# design 1

Fig. 1: design 1, floorplan with the power grid
Pins as bars on the die edge.
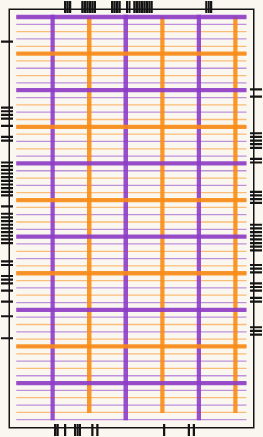
Fig. 2: design 1, placement by cell class
Scale bar: 20 µm.
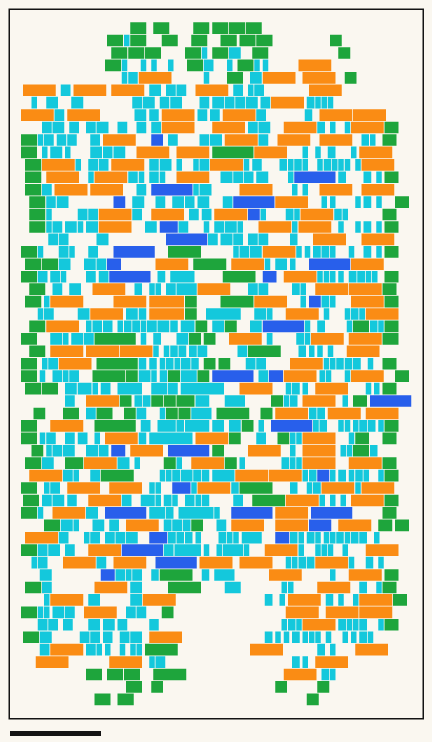
`src/rtl/silife_load_master.sv`:
```
// silife_load_master: host-side serial frame transmitter/receiver for the
// silife load interface. A parallel {cmd, addr, data} request is sent MSB
// first on load_clk/load_data under load_cs. The returned chain data is
// shifted in at the same time, and its low DATA_BITS are presented on o_rdata.
module silife_load_master #(
  parameter int CLK_DIV   = 4,
  parameter int CMD_BITS  = 8,
  parameter int ADDR_BITS = 24,
  parameter int DATA_BITS = 32
) (
  input  logic                 clk,
  input  logic                 reset,
  input  logic                 i_req_valid,
  output logic                 o_req_ready,
  input  logic [CMD_BITS-1:0]  i_req_cmd,
  input  logic [ADDR_BITS-1:0] i_req_addr,
  input  logic [DATA_BITS-1:0] i_req_data,
  output logic                 o_load_cs,
  output logic                 o_load_clk,
  output logic                 o_load_data,
  input  logic                 i_load_data,
  output logic [DATA_BITS-1:0] o_rdata,
  output logic                 o_done,
  output logic                 o_busy
);

  localparam int FRAME_BITS = CMD_BITS + ADDR_BITS + DATA_BITS;
  localparam int CW         = $clog2(CLK_DIV + 1);
  localparam int BW         = $clog2(FRAME_BITS + 1);
  localparam logic [CW-1:0] CNT_LOAD = CW'(CLK_DIV - 1);
  localparam logic [BW-1:0] BIT_LAST = BW'(FRAME_BITS);

  // SETUP is followed by one low phase that does not advance the data, so
  // every rising edge sees a full low phase of stable data before it.
  typedef enum logic [2:0] {IDLE, SETUP, SHIFT_LO, SHIFT_HI, HOLD, GAP} state_t;

  state_t                state, state_n;
  logic [CW-1:0]         cnt, cnt_n;
  logic [BW-1:0]         bit_cnt, bit_n;
  logic [FRAME_BITS-1:0] tx_sh, tx_n;
  logic [DATA_BITS-1:0]  rx_sh, rx_n;
  logic [DATA_BITS-1:0]  rdata_n;
  logic                  done_n, cs_n, lclk_n, ldata_n;
  logic                  phase_end;

  assign o_req_ready = (state == IDLE);
  assign o_busy      = (state != IDLE);

  // Next-state, phase timing and datapath updates.
  // NOTE: every signal gets a default before the case so no latch is inferred.
  always_comb begin
    state_n   = state;
    cnt_n     = cnt;
    bit_n     = bit_cnt;
    tx_n      = tx_sh;
    rx_n      = rx_sh;
    rdata_n   = o_rdata;
    done_n    = 1'b0;
    phase_end = (cnt == '0);
    if (state != IDLE) cnt_n = phase_end ? CNT_LOAD : cnt - CW'(1);

    case (state)
      IDLE: begin
        cnt_n = CNT_LOAD;
        if (i_req_valid) begin
          tx_n    = {i_req_cmd, i_req_addr, i_req_data};
          bit_n   = '0;
          state_n = SETUP;
        end
      end
      SETUP:    if (phase_end) state_n = SHIFT_LO;
      SHIFT_LO: if (phase_end) state_n = SHIFT_HI;
      SHIFT_HI: begin
        if (cnt == CNT_LOAD) rx_n = {rx_sh[DATA_BITS-2:0], i_load_data};
        if (phase_end) begin
          bit_n = bit_cnt + BW'(1);
          if (bit_cnt + BW'(1) == BIT_LAST) begin
            state_n = HOLD;
          end else begin
            // Shift on the same edge that drops load_clk.
            tx_n    = tx_sh << 1;
            state_n = SHIFT_LO;
          end
        end
      end
      HOLD: begin
        if (phase_end) begin
          done_n  = 1'b1;
          rdata_n = rx_sh;
          state_n = GAP;
        end
      end
      GAP:     if (phase_end) state_n = IDLE;
      default: state_n = IDLE;
    endcase

    cs_n    = (state_n == SETUP) || (state_n == SHIFT_LO) ||
              (state_n == SHIFT_HI) || (state_n == HOLD);
    lclk_n  = (state_n == SHIFT_HI);
    ldata_n = cs_n & tx_n[FRAME_BITS-1];
  end

  // State and registered pin drivers; pins are registered to stay glitch-free.
  // NOTE: sequential state uses non-blocking assignments only.
  // NOTE: the shift registers are reset along with control so a reset
  // mid-frame leaves no stale receive data behind o_rdata.
  always_ff @(posedge clk) begin
    if (reset) begin
      state       <= IDLE;
      cnt         <= CNT_LOAD;
      bit_cnt     <= '0;
      tx_sh       <= '0;
      rx_sh       <= '0;
      o_rdata     <= '0;
      o_done      <= 1'b0;
      o_load_cs   <= 1'b0;
      o_load_clk  <= 1'b0;
      o_load_data <= 1'b0;
    end else begin
      state       <= state_n;
      cnt         <= cnt_n;
      bit_cnt     <= bit_n;
      tx_sh       <= tx_n;
      rx_sh       <= rx_n;
      o_rdata     <= rdata_n;
      o_done      <= done_n;
      o_load_cs   <= cs_n;
      o_load_clk  <= lclk_n;
      o_load_data <= ldata_n;
    end
  end

endmodule

```
`config.mk`:
```
export PLATFORM = sky130hd
export DESIGN_NAME = silife_load_master
export DESIGN_NICKNAME = d
export VERILOG_FILES = /design/src/rtl/silife_load_master.sv
export SDC_FILE = /design/constraint.sdc
export NUM_CORES = 1
export LEC_CHECK = 0
export ABC_CLOCK_PERIOD_IN_PS = 1900
export CORE_ASPECT_RATIO = 1.75
export CORE_MARGIN = 2
export CORE_UTILIZATION = 48
export DETAILED_ROUTE_END_ITERATION = 10
export PLACE_DENSITY = 0.73
export SYNTH_ARGS = -nofsm -noshare
export SYNTH_HDL_FRONTEND = slang
export SYNTH_SLANG_ARGS = --single-unit
```
`constraint.sdc`:
```
create_clock -name clk -period 1.9 [get_ports clk]
set_input_delay 0.38 -clock clk [delete_from_list [all_inputs] [get_ports clk]]
set_output_delay 0.38 -clock clk [all_outputs]
set_load 0.05 [all_outputs]
```
==> results.txt <==
Notes from the flow run.

Yosys:
- Post-synth the commonest register cell is sky130_fd_sc_hd__dfxtp_1.
- The run puts the post-synthesis cell area at 6250 µm².
- The run puts the portion of netlist area occupied by mux cells at 0.00160.
- sky130_fd_sc_hd__dfxtp_1 takes more of the synthesized area than any other cell.
- The run puts the count of library flops with an enable pin at 0.
- Ranked by instance count, the synthesized netlist is headed by 203 x sky130_fd_sc_hd__nand2_1, 145 x sky130_fd_sc_hd__dfxtp_1, 80 x sky130_fd_sc_hd__a21oi_1, 65 x sky130_fd_sc_hd__a31oi_1.
- The run gives the yosys synthesis chip area as 6250 µm².
- Yosys reported that registers with async set or reset make up 0.
- The run puts the fraction of synthesized cell area in xor and xnor cells at 0.00140.
- By area, the combinational part of the netlist is dominated by simple AND/OR/NAND/NOR gates.
- The area fraction of the largest cell type after synthesis is 0.465.

STA:
- The run gives the number of failing setup endpoints in the final timing report as 2.
- Setup repair after global routing could not meet its margin everywhere.
- The run puts the worst hold slack at roughly 0.22 ns.
- The run gives the final period demand of the worst path as 1.95 ns.
- The run puts the max-slew headroom at the worst pin at 0.637.
- On the final layout, the worst clock skew is 0.00909 ns.
- The run puts the post-route setup TNS at -0.0464 ns.
- In the post-route analysis, the smallest setup slack over all paths is -0.0464 ns.

Setup path:
- The run puts the setup slack on the worst flop-to-flop path at -0.05 ns.
- The run gives the category of cells accounting for the largest share of critical-path delay as buffers and inverters.
- STA lists the endpoint of the worst register-to-register path as tx_sh[32]$_SDFFE_PP0P_.
- Looking at the reg2reg group, the worst path starts from bit_cnt[0]$_SDFFE_PP0P_.
- The timing report shows the most common cell along the critical path to be sky130_fd_sc_hd__buf_12.
- Measured in cells, the most critical reg-to-reg path has a length of 9.
- The run gives the largest fanout on the critical path as 13.
- The run gives the largest stage delay on the critical path as 0.34 ns.
- The run puts the critical path required time at ~2.2 ns.

Floorplanning:
- The run puts the die outline area at between 10000 and 15000 µm².
- The run puts the height of the die at 155 µm.
- The initial utilization of the core area, before any placement, comes to 0.488.
- The run gives the core region area as 12800 µm².

Routing:
- The run gives the amount of wire on met2 after detailed routing as slightly above 9 mm.
- The run puts the final antenna-violating net count at 0.
- For this block, the routed nets add up to 17.1 mm of wire.
- The run gives the violation tally from detailed-route iteration zero as 518.
- The run puts the total number of vias at 6264.
- The run puts the ratio of routed vias to standard cells at 5.97.
- The run gives the detailed-routed wire length on met3 as 1.00 mm.

Clocking:
- The run gives the number of buffers on the longest clock path as 2.
- Counting the buffers created by CTS gives 17.
- The tree is rooted in a sky130_fd_sc_hd__clkbuf_16.
- In this run the number of H-tree levels came out at 4.
- The run gives the count of instances resized after the clock tree is built as 30.
- The run gives the TritonCTS clock tree as done.

Layout:
- The run puts the total inserted antenna cells at 0.
- In the layout the commonest cells are 202 x sky130_fd_sc_hd__nand2_1, 143 x sky130_fd_sc_hd__dfxtp_1, 80 x sky130_fd_sc_hd__a21oi_1.
- By instance count after routing, the leading logic cell type is sky130_fd_sc_hd__nand2_1.

GRT:
- The initial antenna violation count is 0.

Place:
- Detailed placement ended at an HPWL of 10.5 mm.
- The placement summary gives the final routability congestion estimate as a little over 0.8.
- The placement report lists the number of port buffers as 105.

Outcome:
- The flow ran to the end, but the final reports show violations.
- The final reports fail on setup timing.

Run:
- The run puts the tally of max-capacitance violations at 0.

Power and ir drop:
- Overall power consumption after layout is estimated at 6.82 mW.
- The run gives the leakage power figure as 2.93 nW.
## Picture notes: Fig. 1
net	colour
VDD	orange
VSS	purple
signal pins	106
met5 straps	11
rows	55
met4 straps	6
met1 rails	56

## Picture notes: Fig. 2
class	colour	cells	share of their area
remaining logic cells	cyan	552	38%
remaining buffers and delay cells	green	150	20%
sequential cells	orange	145	36%
clock drivers and dummy loads	blue	32	7.0%

[report_power, final]
group	switching [mW]	internal [mW]
combinational	0.255	0.255
sequential	0.0493	3.13
clock	1.39	1.75
[flip-flops by register name, summed over array words and instances (netlist names)]
signal,count
bit_cnt,7
cnt,3
o_done,1
o_load_clk,1
o_load_cs,1
o_load_data,1
o_rdata,32
rx_sh,32
state,3
tx_sh,64
[cell type report]
cell class | count | area, µm²
sequential | 145 | 2910
multi-input combinational | 548 | 3030
clock inverter | 14 | 124
clock buffer | 18 | 439
inverter | 4 | 15.0
tap | 171 | 214
fill | 1088 | 4500
timing repair buffer | 150 | 1580

# design 2

Fig. 3: design 2, floorplan with the power grid
Pins as bars on the die edge.
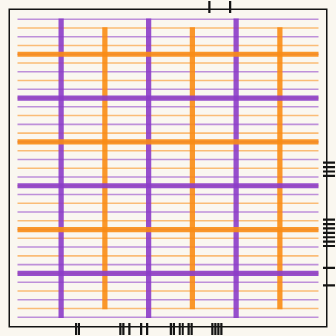
Fig. 4: design 2, placement by cell class
Scale bar: 20 µm.
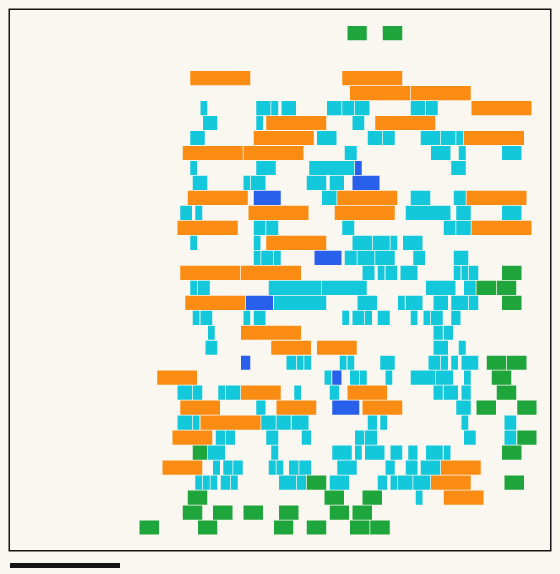
**config.mk**
```make
export PLATFORM = sky130hd
export DESIGN_NAME = cache_miss_handler_flat
export DESIGN_NICKNAME = d
export VERILOG_FILES = /design/src/rtl/cache_miss_handler_if.sv /design/src/rtl/cache_miss_handler.sv /design/src/flat_wrapper.sv
export SDC_FILE = /design/constraint.sdc
export NUM_CORES = 1
export LEC_CHECK = 0
export ABC_CLOCK_PERIOD_IN_PS = 3950
export CORE_MARGIN = 2
export CORE_UTILIZATION = 25
export DETAILED_ROUTE_END_ITERATION = 7
export PLACE_DENSITY = 0.52
export REMOVE_ABC_BUFFERS = 1
export SYNTH_ARGS = -nofsm -noshare
export SYNTH_HDL_FRONTEND = slang
export SYNTH_SLANG_ARGS = --single-unit
```
**constraint.sdc**
```tcl
create_clock -name clk -period 3.95 [get_ports clk]
set_input_delay 0.395 -clock clk [delete_from_list [all_inputs] [get_ports clk]]
set_output_delay 0.395 -clock clk [all_outputs]
set_load 0.03 [all_outputs]
```
**src/rtl/cache_miss_handler_if.sv**
```systemverilog
// Handshake bundle between the L1 hit path, the miss handler and physical memory.
// master drives the access/memory-response side, slave is the miss handler.
interface cache_miss_handler_if #(
  parameter int IDX_W = 3
);
  logic             req;
  logic [IDX_W-1:0] set_index;
  logic             hit;
  logic [3:0]       hit_way;
  logic [3:0]       valid;
  logic [3:0]       dirty;
  logic             pmem_resp;
  logic             pmem_read;
  logic             pmem_write;
  logic             wb_addr_sel;
  logic [3:0]       way_load;
  logic [3:0]       victim_way;
  logic             busy;

  modport master (
    output req, set_index, hit, hit_way, valid, dirty, pmem_resp,
    input  pmem_read, pmem_write, wb_addr_sel, way_load, victim_way, busy
  );

  modport slave (
    input  req, set_index, hit, hit_way, valid, dirty, pmem_resp,
    output pmem_read, pmem_write, wb_addr_sel, way_load, victim_way, busy
  );
endinterface

```
**src/rtl/cache_miss_handler.sv**
```systemverilog
// 4-way L1 miss handler: per-set tree PLRU, victim choice, optional dirty
// writeback followed by a line fill, and the one-hot way load strobe.
//
// state     | meaning
// IDLE      | accepting accesses; hits touch PLRU, a miss latches the victim
// WRITEBACK | writing the dirty victim line back, waiting for pmem_resp
// FILL      | reading the new line, way_load pulses on pmem_resp
module cache_miss_handler #(
  parameter int NUM_SETS = 8,
  parameter int IDX_W    = 3
) (
  input  logic                 clk,
  input  logic                 rst,
  cache_miss_handler_if.slave  bus
);

  typedef enum logic [1:0] {
    IDLE      = 2'd0,
    WRITEBACK = 2'd1,
    FILL      = 2'd2
  } state_t;

  state_t           state;
  logic [2:0]       plru_q [NUM_SETS];
  logic [IDX_W-1:0] set_q;
  logic [3:0]       victim_q;
  logic             busy_q;
  logic             pmem_read_q;
  logic             pmem_write_q;
  logic             wb_addr_sel_q;

  logic [2:0]       tree;
  logic [3:0]       victim_sel;
  logic [3:0]       hit_lowest;

  // Point the tree away from the touched way; bits on the other side stay put.
  function automatic logic [2:0] plru_touch(input logic [2:0] t, input logic [3:0] w);
    logic [2:0] r;
    r = t;
    case (w)
      4'b0001: r = {t[2], 2'b11};
      4'b0010: r = {t[2], 2'b01};
      4'b0100: r = {1'b1, t[1], 1'b0};
      4'b1000: r = {1'b0, t[1], 1'b0};
      default: r = t;
    endcase
    return r;
  endfunction

  assign tree       = plru_q[bus.set_index];
  assign hit_lowest = bus.hit_way & (~bus.hit_way + 4'd1);

  always_comb begin
    victim_sel = 4'b0001;
    if (!bus.valid[0])      victim_sel = 4'b0001;
    else if (!bus.valid[1]) victim_sel = 4'b0010;
    else if (!bus.valid[2]) victim_sel = 4'b0100;
    else if (!bus.valid[3]) victim_sel = 4'b1000;
    else if (!tree[0])      victim_sel = tree[1] ? 4'b0010 : 4'b0001;
    else                    victim_sel = tree[2] ? 4'b1000 : 4'b0100;
  end

  always_ff @(posedge clk) begin
    if (rst) begin
      state         <= IDLE;
      set_q         <= '0;
      victim_q      <= '0;
      busy_q        <= 1'b0;
      pmem_read_q   <= 1'b0;
      pmem_write_q  <= 1'b0;
      wb_addr_sel_q <= 1'b0;
      for (int i = 0; i < NUM_SETS; i++) plru_q[i] <= 3'b000;
    end else begin
      case (state)
        IDLE: begin
          if (bus.req && bus.hit) begin
            plru_q[bus.set_index] <= plru_touch(tree, hit_lowest);
          end else if (bus.req) begin
            victim_q <= victim_sel;
            set_q    <= bus.set_index;
            busy_q   <= 1'b1;
            if (|(victim_sel & bus.valid & bus.dirty)) begin
              state         <= WRITEBACK;
              pmem_write_q  <= 1'b1;
              wb_addr_sel_q <= 1'b1;
            end else begin
              state         <= FILL;
              pmem_read_q   <= 1'b1;
              wb_addr_sel_q <= 1'b0;
            end
          end
        end
        WRITEBACK: begin
          if (bus.pmem_resp) begin
            state         <= FILL;
            pmem_write_q  <= 1'b0;
            pmem_read_q   <= 1'b1;
            wb_addr_sel_q <= 1'b0;
          end
        end
        FILL: begin
          if (bus.pmem_resp) begin
            state         <= IDLE;
            pmem_read_q   <= 1'b0;
            busy_q        <= 1'b0;
            plru_q[set_q] <= plru_touch(plru_q[set_q], victim_q);
          end
        end
        default: begin
          state         <= IDLE;
          busy_q        <= 1'b0;
          pmem_read_q   <= 1'b0;
          pmem_write_q  <= 1'b0;
          wb_addr_sel_q <= 1'b0;
        end
      endcase
    end
  end

  // The load strobe rides on the fill response itself so data lands that cycle.
  assign bus.way_load    = (state == FILL && bus.pmem_resp) ? victim_q : 4'b0000;
  assign bus.victim_way  = victim_q;
  assign bus.busy        = busy_q;
  assign bus.pmem_read   = pmem_read_q;
  assign bus.pmem_write  = pmem_write_q;
  assign bus.wb_addr_sel = wb_addr_sel_q;

endmodule

```
**src/flat_wrapper.sv**
```systemverilog
// flat-port wrapper written by rule: the top's interface ports become plain ports
module cache_miss_handler_flat 
#(
  parameter int NUM_SETS = 8,
  parameter int IDX_W    = 3
)
  (clk, rst, bus_req, bus_set_index, bus_hit, bus_hit_way, bus_valid, bus_dirty, bus_pmem_resp, bus_pmem_read, bus_pmem_write, bus_wb_addr_sel, bus_way_load, bus_victim_way, bus_busy);
  cache_miss_handler_if #(.IDX_W(IDX_W)) bus_i ();
  input  logic clk;
  input  logic rst;
  input wire logic [$bits(bus_i.req)-1:0] bus_req;
  input wire logic [$bits(bus_i.set_index)-1:0] bus_set_index;
  input wire logic [$bits(bus_i.hit)-1:0] bus_hit;
  input wire logic [$bits(bus_i.hit_way)-1:0] bus_hit_way;
  input wire logic [$bits(bus_i.valid)-1:0] bus_valid;
  input wire logic [$bits(bus_i.dirty)-1:0] bus_dirty;
  input wire logic [$bits(bus_i.pmem_resp)-1:0] bus_pmem_resp;
  output wire logic [$bits(bus_i.pmem_read)-1:0] bus_pmem_read;
  output wire logic [$bits(bus_i.pmem_write)-1:0] bus_pmem_write;
  output wire logic [$bits(bus_i.wb_addr_sel)-1:0] bus_wb_addr_sel;
  output wire logic [$bits(bus_i.way_load)-1:0] bus_way_load;
  output wire logic [$bits(bus_i.victim_way)-1:0] bus_victim_way;
  output wire logic [$bits(bus_i.busy)-1:0] bus_busy;
  assign bus_i.req = bus_req;
  assign bus_i.set_index = bus_set_index;
  assign bus_i.hit = bus_hit;
  assign bus_i.hit_way = bus_hit_way;
  assign bus_i.valid = bus_valid;
  assign bus_i.dirty = bus_dirty;
  assign bus_i.pmem_resp = bus_pmem_resp;
  assign bus_pmem_read = bus_i.pmem_read;
  assign bus_pmem_write = bus_i.pmem_write;
  assign bus_wb_addr_sel = bus_i.wb_addr_sel;
  assign bus_way_load = bus_i.way_load;
  assign bus_victim_way = bus_i.victim_way;
  assign bus_busy = bus_i.busy;
  cache_miss_handler #(.NUM_SETS(NUM_SETS), .IDX_W(IDX_W)) u_core (.clk(clk), .rst(rst), .bus(bus_i));
endmodule
```
==> results.txt <==
Notes from the flow run.

GRT:
- The run puts the initial antenna violation count at 0.

STA:
- In this run the tightest slew margin relative to its limit is 0.325.
- The run gives the post-route setup TNS as 0 ns.

Floorplanning:
- In this run the horizontal extent of the chip is 98.0 µm.

Setup path:
- The run gives the total buffers and inverters traversed by the critical path as 1.

Outcome:
- The flow ran to the end, and the final reports show no timing, DRC or antenna violations.

Yosys:
- The number of cells reported by Yosys stat comes to approximately 220.

Routing:
- The run gives the total wirelength of the detailed-routed design as 5.45 mm.
- The run gives the amount of wire on met2 after detailed routing as 2.62 mm.

Layout:
- The run gives the proportion of final cell area spent on non-clock buffers as 0.119.

Place:
- The run gives the setup slack after placement as 0.815 ns.

Clocking:
- The run puts the number of buffers on the longest clock path at 2.
- The run gives the clock transition at the registers of the reported paths as 0.07 ns.

Power and ir drop:
- The run gives the part of the power in registers as 0.518.
- The run gives the leakage power figure as 0.921 nW.
## Picture notes: Fig. 3
net	colour
VDD	orange
VSS	purple
met1 rails	35
rows	34
met5 straps	6

## Picture notes: Fig. 4
class	colour	cells	share of their area
sequential cells	orange	37	39%
clock drivers and dummy loads	blue	8	3.2%
remaining logic cells	cyan	175	46%
remaining buffers and delay cells	green	32	12%

## logic make-up after synthesis
logic type      Yosys count  share of synthesized area
flops                    37                      0.444
buf+inv                  11                     0.0317
xor+xnor                  1                    0.00396
simple gates            100                      0.226
compound gates           56                      0.186
mux                      17                      0.109
## power by group through the flow
stage | clock (mW) | sequential (mW) | combinational, mW
after floorplan | 0 | 0.452 | 0.0812
after global placement | 0 | 0.448 | 0.150
after detailed placement | 0 | 0.448 | 0.151
after CTS | 0.264 | 0.440 | 0.152
after global routing | 0.279 | 0.442 | 0.164
final | 0.259 | 0.440 | 0.151

# design 3

===== src/rtl/uart_tx_scheduler_pkg.sv =====
// uart_sched_pkg: shared types and helpers for the UART TX packet scheduler.
//   sched_state_e  - scheduler FSM states
//   HDR_SYNC_DEF   - default upper nibble of the per-chunk header byte
//   make_hdr()     - builds a header byte from sync nibble and source index
package uart_sched_pkg;

  typedef enum logic [1:0] {
    IDLE    = 2'd0,
    HEADER  = 2'd1,
    PAYLOAD = 2'd2
  } sched_state_e;

  localparam logic [3:0] HDR_SYNC_DEF = 4'hA;

  function automatic logic [7:0] make_hdr(input logic [3:0] src,
                                          input logic [3:0] sync = HDR_SYNC_DEF);
    return {sync, src};
  endfunction

endpackage


===== src/rtl/uart_tx_scheduler_if.sv =====
// uart_tx_scheduler_if: requester byte streams plus the TX FIFO write port.
//   req_valid/req_data/req_last  - per-requester byte stream (byte i at [8*i+7:8*i])
//   req_ready                    - per-requester accept
//   fifo_full                    - TX FIFO full
//   fifo_wr_en/fifo_wr_data      - TX FIFO write port
// Modports: master = requesters + FIFO side, slave = scheduler.
interface uart_tx_scheduler_if #(
  parameter int N_REQ = 4
) ();

  logic [N_REQ-1:0]   req_valid;
  logic [8*N_REQ-1:0] req_data;
  logic [N_REQ-1:0]   req_last;
  logic [N_REQ-1:0]   req_ready;
  logic               fifo_full;
  logic               fifo_wr_en;
  logic [7:0]         fifo_wr_data;

  modport master (
    output req_valid, req_data, req_last, fifo_full,
    input  req_ready, fifo_wr_en, fifo_wr_data
  );

  modport slave (
    input  req_valid, req_data, req_last, fifo_full,
    output req_ready, fifo_wr_en, fifo_wr_data
  );

endinterface


===== src/rtl/uart_tx_scheduler_rr_arbiter.sv =====
// rr_arbiter: combinational round-robin pick.
//   i_req         - request vector
//   i_last_grant  - index served last; search starts at i_last_grant+1
//   o_gnt_idx     - winning index (0 when none)
//   o_gnt_valid   - at least one request present
module rr_arbiter #(
  parameter  int N = 4,
  localparam int W = (N > 1) ? $clog2(N) : 1
) (
  input  logic [N-1:0] i_req,
  input  logic [W-1:0] i_last_grant,
  output logic [W-1:0] o_gnt_idx,
  output logic         o_gnt_valid
);

  int unsigned      w_pos;
  logic [W-1:0]     w_idx;

  always_comb begin
    o_gnt_idx   = '0;
    o_gnt_valid = 1'b0;
    w_pos       = 0;
    w_idx       = '0;
    // Offsets 1..N so the last winner is considered only after everyone else.
    for (int k = 1; k <= N; k++) begin
      w_pos = (int'(i_last_grant) + k) % N;
      w_idx = W'(w_pos);
      if (!o_gnt_valid && i_req[w_idx]) begin
        o_gnt_valid = 1'b1;
        o_gnt_idx   = w_idx;
      end
    end
  end

endmodule


===== src/rtl/uart_tx_scheduler.sv =====
// uart_tx_scheduler: shares one UART TX FIFO write port among N_REQ byte-stream
// requesters. Each granted chunk is prefixed by a header byte {HDR_SYNC, src}.
//   clk          - scheduler clock (TX FIFO write clock)
//   rst          - asynchronous active-high reset
//   bus          - requester streams and FIFO write port (slave modport)
//   grant_o      - current/last granted requester index
//   busy_o       - FSM not in IDLE
//   pkt_count_o  - completed chunks, wraps at 16 bits
//
// state   | meaning
// IDLE    | waiting for any requester; arbitrates and latches the winner
// HEADER  | writing the header byte for the granted source
// PAYLOAD | forwarding granted bytes until last or MAX_PAYLOAD bytes
module uart_tx_scheduler
  import uart_sched_pkg::*;
#(
  parameter  int         N_REQ       = 4,
  parameter  int         MAX_PAYLOAD = 64,
  parameter  logic [3:0] HDR_SYNC    = HDR_SYNC_DEF,
  localparam int         SRC_W       = (N_REQ > 1) ? $clog2(N_REQ) : 1
) (
  input  logic                 clk,
  input  logic                 rst,
  uart_tx_scheduler_if.slave   bus,
  output logic [SRC_W-1:0]     grant_o,
  output logic                 busy_o,
  output logic [15:0]          pkt_count_o
);

  sched_state_e     r_state;
  sched_state_e     w_state_nxt;
  logic [SRC_W-1:0] r_grant;
  logic [SRC_W-1:0] r_last_grant;
  logic [7:0]       r_byte_cnt;
  logic [15:0]      r_pkt_count;

  logic [SRC_W-1:0] w_arb_idx;
  logic             w_arb_valid;
  logic             w_accept;
  logic             w_chunk_end;
  logic [7:0]       w_req_byte [N_REQ];

  for (genvar g = 0; g < N_REQ; g++) begin : g_bytes
    assign w_req_byte[g] = bus.req_data[8*g +: 8];
  end

  rr_arbiter #(.N(N_REQ)) u_arb (
    .i_req        (bus.req_valid),
    .i_last_grant (r_last_grant),
    .o_gnt_idx    (w_arb_idx),
    .o_gnt_valid  (w_arb_valid)
  );

  // Write enable and ready are gated by fifo_full combinationally so a write
  // can never land on a full FIFO.
  always_comb begin
    w_state_nxt      = r_state;
    bus.req_ready    = '0;
    bus.fifo_wr_en   = 1'b0;
    bus.fifo_wr_data = '0;
    w_accept         = 1'b0;
    w_chunk_end      = 1'b0;
    case (r_state)
      IDLE: begin
        if (w_arb_valid) w_state_nxt = HEADER;
      end
      HEADER: begin
        bus.fifo_wr_en   = !bus.fifo_full;
        bus.fifo_wr_data = make_hdr(4'(r_grant), HDR_SYNC);
        if (!bus.fifo_full) w_state_nxt = PAYLOAD;
      end
      PAYLOAD: begin
        bus.req_ready[r_grant] = !bus.fifo_full;
        w_accept               = bus.req_valid[r_grant] & !bus.fifo_full;
        bus.fifo_wr_en         = w_accept;
        bus.fifo_wr_data       = w_req_byte[r_grant];
        // last and the size limit coinciding is still a single chunk end
        w_chunk_end = w_accept &
                      (bus.req_last[r_grant] | ((r_byte_cnt + 8'd1) == 8'(MAX_PAYLOAD)));
        if (w_chunk_end) w_state_nxt = IDLE;
      end
      default: w_state_nxt = IDLE;
    endcase
  end

  always_ff @(posedge clk or posedge rst) begin
    if (rst) begin
      r_state      <= IDLE;
      r_grant      <= '0;
      r_last_grant <= SRC_W'(N_REQ - 1);
      r_byte_cnt   <= '0;
      r_pkt_count  <= '0;
    end else begin
      r_state <= w_state_nxt;
      if (r_state == IDLE && w_arb_valid) begin
        r_grant    <= w_arb_idx;
        r_byte_cnt <= '0;
      end
      if (w_accept) r_byte_cnt <= r_byte_cnt + 8'd1;
      if (w_chunk_end) begin
        r_last_grant <= r_grant;
        r_pkt_count  <= r_pkt_count + 16'd1;
      end
    end
  end

  assign grant_o     = r_grant;
  assign busy_o      = (r_state != IDLE);
  assign pkt_count_o = r_pkt_count;

endmodule


===== src/flat_wrapper.sv =====
// flat-port wrapper written by rule: the top's interface ports become plain ports
module uart_tx_scheduler_flat import uart_sched_pkg::*;
#(
  parameter  int         N_REQ       = 4,
  parameter  int         MAX_PAYLOAD = 64,
  parameter  logic [3:0] HDR_SYNC    = HDR_SYNC_DEF,
  localparam int         SRC_W       = (N_REQ > 1) ? $clog2(N_REQ) : 1
)
  (clk, rst, grant_o, busy_o, pkt_count_o, bus_req_valid, bus_req_data, bus_req_last, bus_fifo_full, bus_req_ready, bus_fifo_wr_en, bus_fifo_wr_data);
  uart_tx_scheduler_if #(.N_REQ(N_REQ)) bus_i ();
  input  logic clk;
  input  logic rst;
  output logic [SRC_W-1:0] grant_o;
  output logic busy_o;
  output logic [15:0] pkt_count_o;
  input wire logic [$bits(bus_i.req_valid)-1:0] bus_req_valid;
  input wire logic [$bits(bus_i.req_data)-1:0] bus_req_data;
  input wire logic [$bits(bus_i.req_last)-1:0] bus_req_last;
  input wire logic [$bits(bus_i.fifo_full)-1:0] bus_fifo_full;
  output wire logic [$bits(bus_i.req_ready)-1:0] bus_req_ready;
  output wire logic [$bits(bus_i.fifo_wr_en)-1:0] bus_fifo_wr_en;
  output wire logic [$bits(bus_i.fifo_wr_data)-1:0] bus_fifo_wr_data;
  assign bus_i.req_valid = bus_req_valid;
  assign bus_i.req_data = bus_req_data;
  assign bus_i.req_last = bus_req_last;
  assign bus_i.fifo_full = bus_fifo_full;
  assign bus_req_ready = bus_i.req_ready;
  assign bus_fifo_wr_en = bus_i.fifo_wr_en;
  assign bus_fifo_wr_data = bus_i.fifo_wr_data;
  uart_tx_scheduler #(.N_REQ(N_REQ), .MAX_PAYLOAD(MAX_PAYLOAD), .HDR_SYNC(HDR_SYNC)) u_core (.clk(clk), .rst(rst), .bus(bus_i), .grant_o(grant_o), .busy_o(busy_o), .pkt_count_o(pkt_count_o));
endmodule

===== config.mk =====
export PLATFORM = sky130hd
export DESIGN_NAME = uart_tx_scheduler_flat
export DESIGN_NICKNAME = d
export VERILOG_FILES = /design/src/rtl/uart_tx_scheduler_pkg.sv /design/src/rtl/uart_tx_scheduler_if.sv /design/src/rtl/uart_tx_scheduler_rr_arbiter.sv /design/src/rtl/uart_tx_scheduler.sv /design/src/flat_wrapper.sv
export SDC_FILE = /design/constraint.sdc
export NUM_CORES = 1
export LEC_CHECK = 0
export ABC_AREA = 1
export CAP_MARGIN = 40
export CORE_MARGIN = 10
export CORE_UTILIZATION = 59
export CTS_CLUSTER_SIZE = 8
export DETAILED_ROUTE_END_ITERATION = 8
export DONT_BUFFER_PORTS = 1
export GPL_ROUTABILITY_DRIVEN = 0
export PLACE_DENSITY = 0.75
export SYNTH_ARGS = -nofsm -noshare
export SYNTH_HDL_FRONTEND = slang
export SYNTH_SLANG_ARGS = --single-unit

===== constraint.sdc =====
create_clock -name clk -period 2.04 [get_ports clk]
set_clock_uncertainty 0.15 [all_clocks]
set_input_delay 0.408 -clock clk [delete_from_list [all_inputs] [get_ports clk]]
set_output_delay 0.408 -clock clk [all_outputs]
set_load 0.01 [all_outputs]

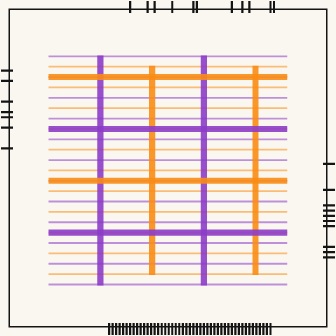
Fig. 5. Floorplan with the power grid (design 3).
Pins as bars on the die edge.
net	colour
VSS	purple
VDD	orange
met4 straps	4
signal pins	75
met1 rails	23

==> results.txt <==
Notes from the flow run.

Outcome:
- The run finished, with violations left.
- The final reports fail on setup timing.

Power and ir drop:
- The run gives the reported net switching power as between 2 and 2.5 mW.
- The run gives the part of the power in registers as 0.238.
- The run gives the reported clock group power as approximately 0.5 mW.
- The run gives the power density of the placed cells as 1390 nW/µm².
- The run puts the combinational power at about 2.7 mW.
- Across the VDD grid, the largest voltage drop is 0.831 mV.
- The final power report lists total power as approximately 4.2 mW.
- The run gives the internal power contribution as ~2.2 mW.

Clocking:
- The run puts the clock transition at the registers of the reported paths at 0.07 ns.
- The run puts the count of instances resized after the clock tree is built at 16.
- TritonCTS built the clock tree.
- The run puts the number of buffers inserted by hold repair at cts at 1.
- The clock H-tree reported by CTS has 2 levels.

Place:
- Including well taps, the total number of placed cells is ~370.
- The run puts the setup slack after placement at 0.00564 ns.
- The run gives the sum of net half-perimeters after detailed placement as 4.54 mm.
- The run puts the post-place instance area at approximately 2500 µm².
- The run gives the number of port buffers as 0.

Routing:
- In the per-layer summary, the met1 wirelength comes to 2.85 mm.
- The run puts the total wirelength of the detailed-routed design at about 7.5 mm.
- The script logs the mean routed wire length per placed instance as 18.3 µm.
- The detailed router placed 2378 vias in this run.
- For this run, the detailed router reports a per-instance via density of between 5 and 6.
- The run gives the amount of wire on met2 after detailed routing as between 3 and 4 mm.

STA:
- The run gives the max-slew violation total from the final report as 0.
- The run gives the transition time at the pin with the least slew margin as around 0.38 ns.
- In the finished design, the share of the clock period the worst path needs comes to 1.10.
- In the post-route analysis, the smallest setup slack over all paths is -0.195 ns.
- Derived from the worst setup path, the maximum achievable clock frequency is 447 MHz.
- The worst path in the final design needs a cycle of 2.24 ns, including I/O delays and setup.
- After routing, the total negative slack on setup checks comes to -0.857 ns.
- The run gives the number of failing setup endpoints in the final timing report as 12.

Setup path:
- The run gives the largest stage delay on the critical path as approximately 0.5 ns.
- The critical path goes through buf_6 > nor2_8 > buf_4 > a221oi_2 > o22ai_1 > buf_4.
- The run gives the largest fanout on the critical path as 6.
- The run gives the dominant cell type by count on the critical path as sky130_fd_sc_hd__buf_4.
- The run gives the setup slack on the worst flop-to-flop path as -0.04 ns.
- Grouping stages by cell kind, the critical path spends the most delay in flip-flops.
- The timing report notes that buffer and inverter cells on the critical path total 3.

Layout:
- The run gives the area added between synthesis and finish as 31.2%.
- The run puts the end-of-flow core utilization at 0.818.
- The run gives the most frequent logic cell in the layout as sky130_fd_sc_hd__nand2_1.
- The run puts the count of non-filler cells in the finished layout at approximately 410.

Yosys:
- Yosys instantiated no cell more often than sky130_fd_sc_hd__nand2_1.
- The share of synthesized area in the top cell type comes to 0.300.
- The run puts the count of library flops with an enable pin at 0.
- In the synthesis report, Yosys lists the chip area as 2330 µm².
- The run gives the net count after synthesis as 361.
- The run gives the number of warning messages in the yosys log as 0.
- The run gives the portion of netlist area occupied by mux cells as 0.
- The run puts the arithmetic-cell share of the synthesized area counting full adders, half adders and majority gates at 0.0322.
- The run gives the instance count of the mapped netlist as 312.
- The run puts the fraction of synthesized cell area in xor and xnor cells at 0.0595.
- Summed over all instances, the cell type with the most area after synthesis is sky130_fd_sc_hd__dfrtp_1.

Floorplanning:
- The run gives the die outline area as 6870 µm².
- The run puts the width of the die at 82.9 µm.
- After floorplanning, the core was divided into 22 placement rows.
- In this run the vertical extent of the chip is between 80 and 90 µm.

GRT:
- The run puts the pin count of the biggest net entering global routing at 31.
- The run gives the initial antenna violation count as 0.
- The run gives the met2 usage in global routing as 0.296.
- Global routing finished with a remaining overflow of 0.
- The run gives the global-route wire length before repair as 10.4 mm.

Hold path:
- The type recorded for the worst min-delay path is in2reg.

Run:
- The number of warnings reported in the stage logs is 31.
- The run puts the tally of max-capacitance violations at 0.
## layout make-up
type | count | area share
Sequential cell | 30 | 0.247
Clock inverter | 2 | 0.00409
Inverter | 43 | 0.0552
Timing Repair Buffer | 48 | 0.135
Tap cell | 48 | 0.0196
Multi-Input combinational cell | 233 | 0.513
Clock buffer | 6 | 0.0270
## state kept, by name, summed over array words and instances, names as in the netlist
signal	cells
u_core.grant_o	2
u_core.r_byte_cnt	8
u_core.r_last_grant	2
u_core.pkt_count_o	16
u_core.r_state	2


## Gallery

Clock routing.
image #1
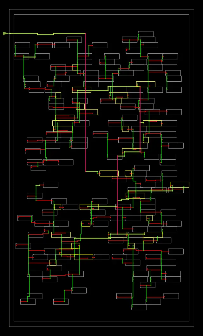
image #2
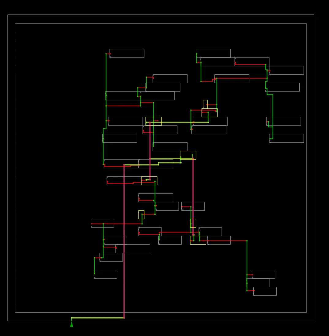
image #3
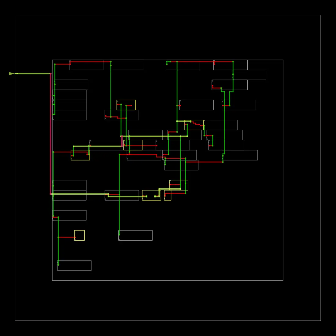
- design 1 = image #1
- design 2 = image #2
- design 3 = image #3
The one with the most sequential cells is image #1.
The one with the fewest sequential cells is image #3.

No activity file was given, so power comes from the tool's default toggle rates.
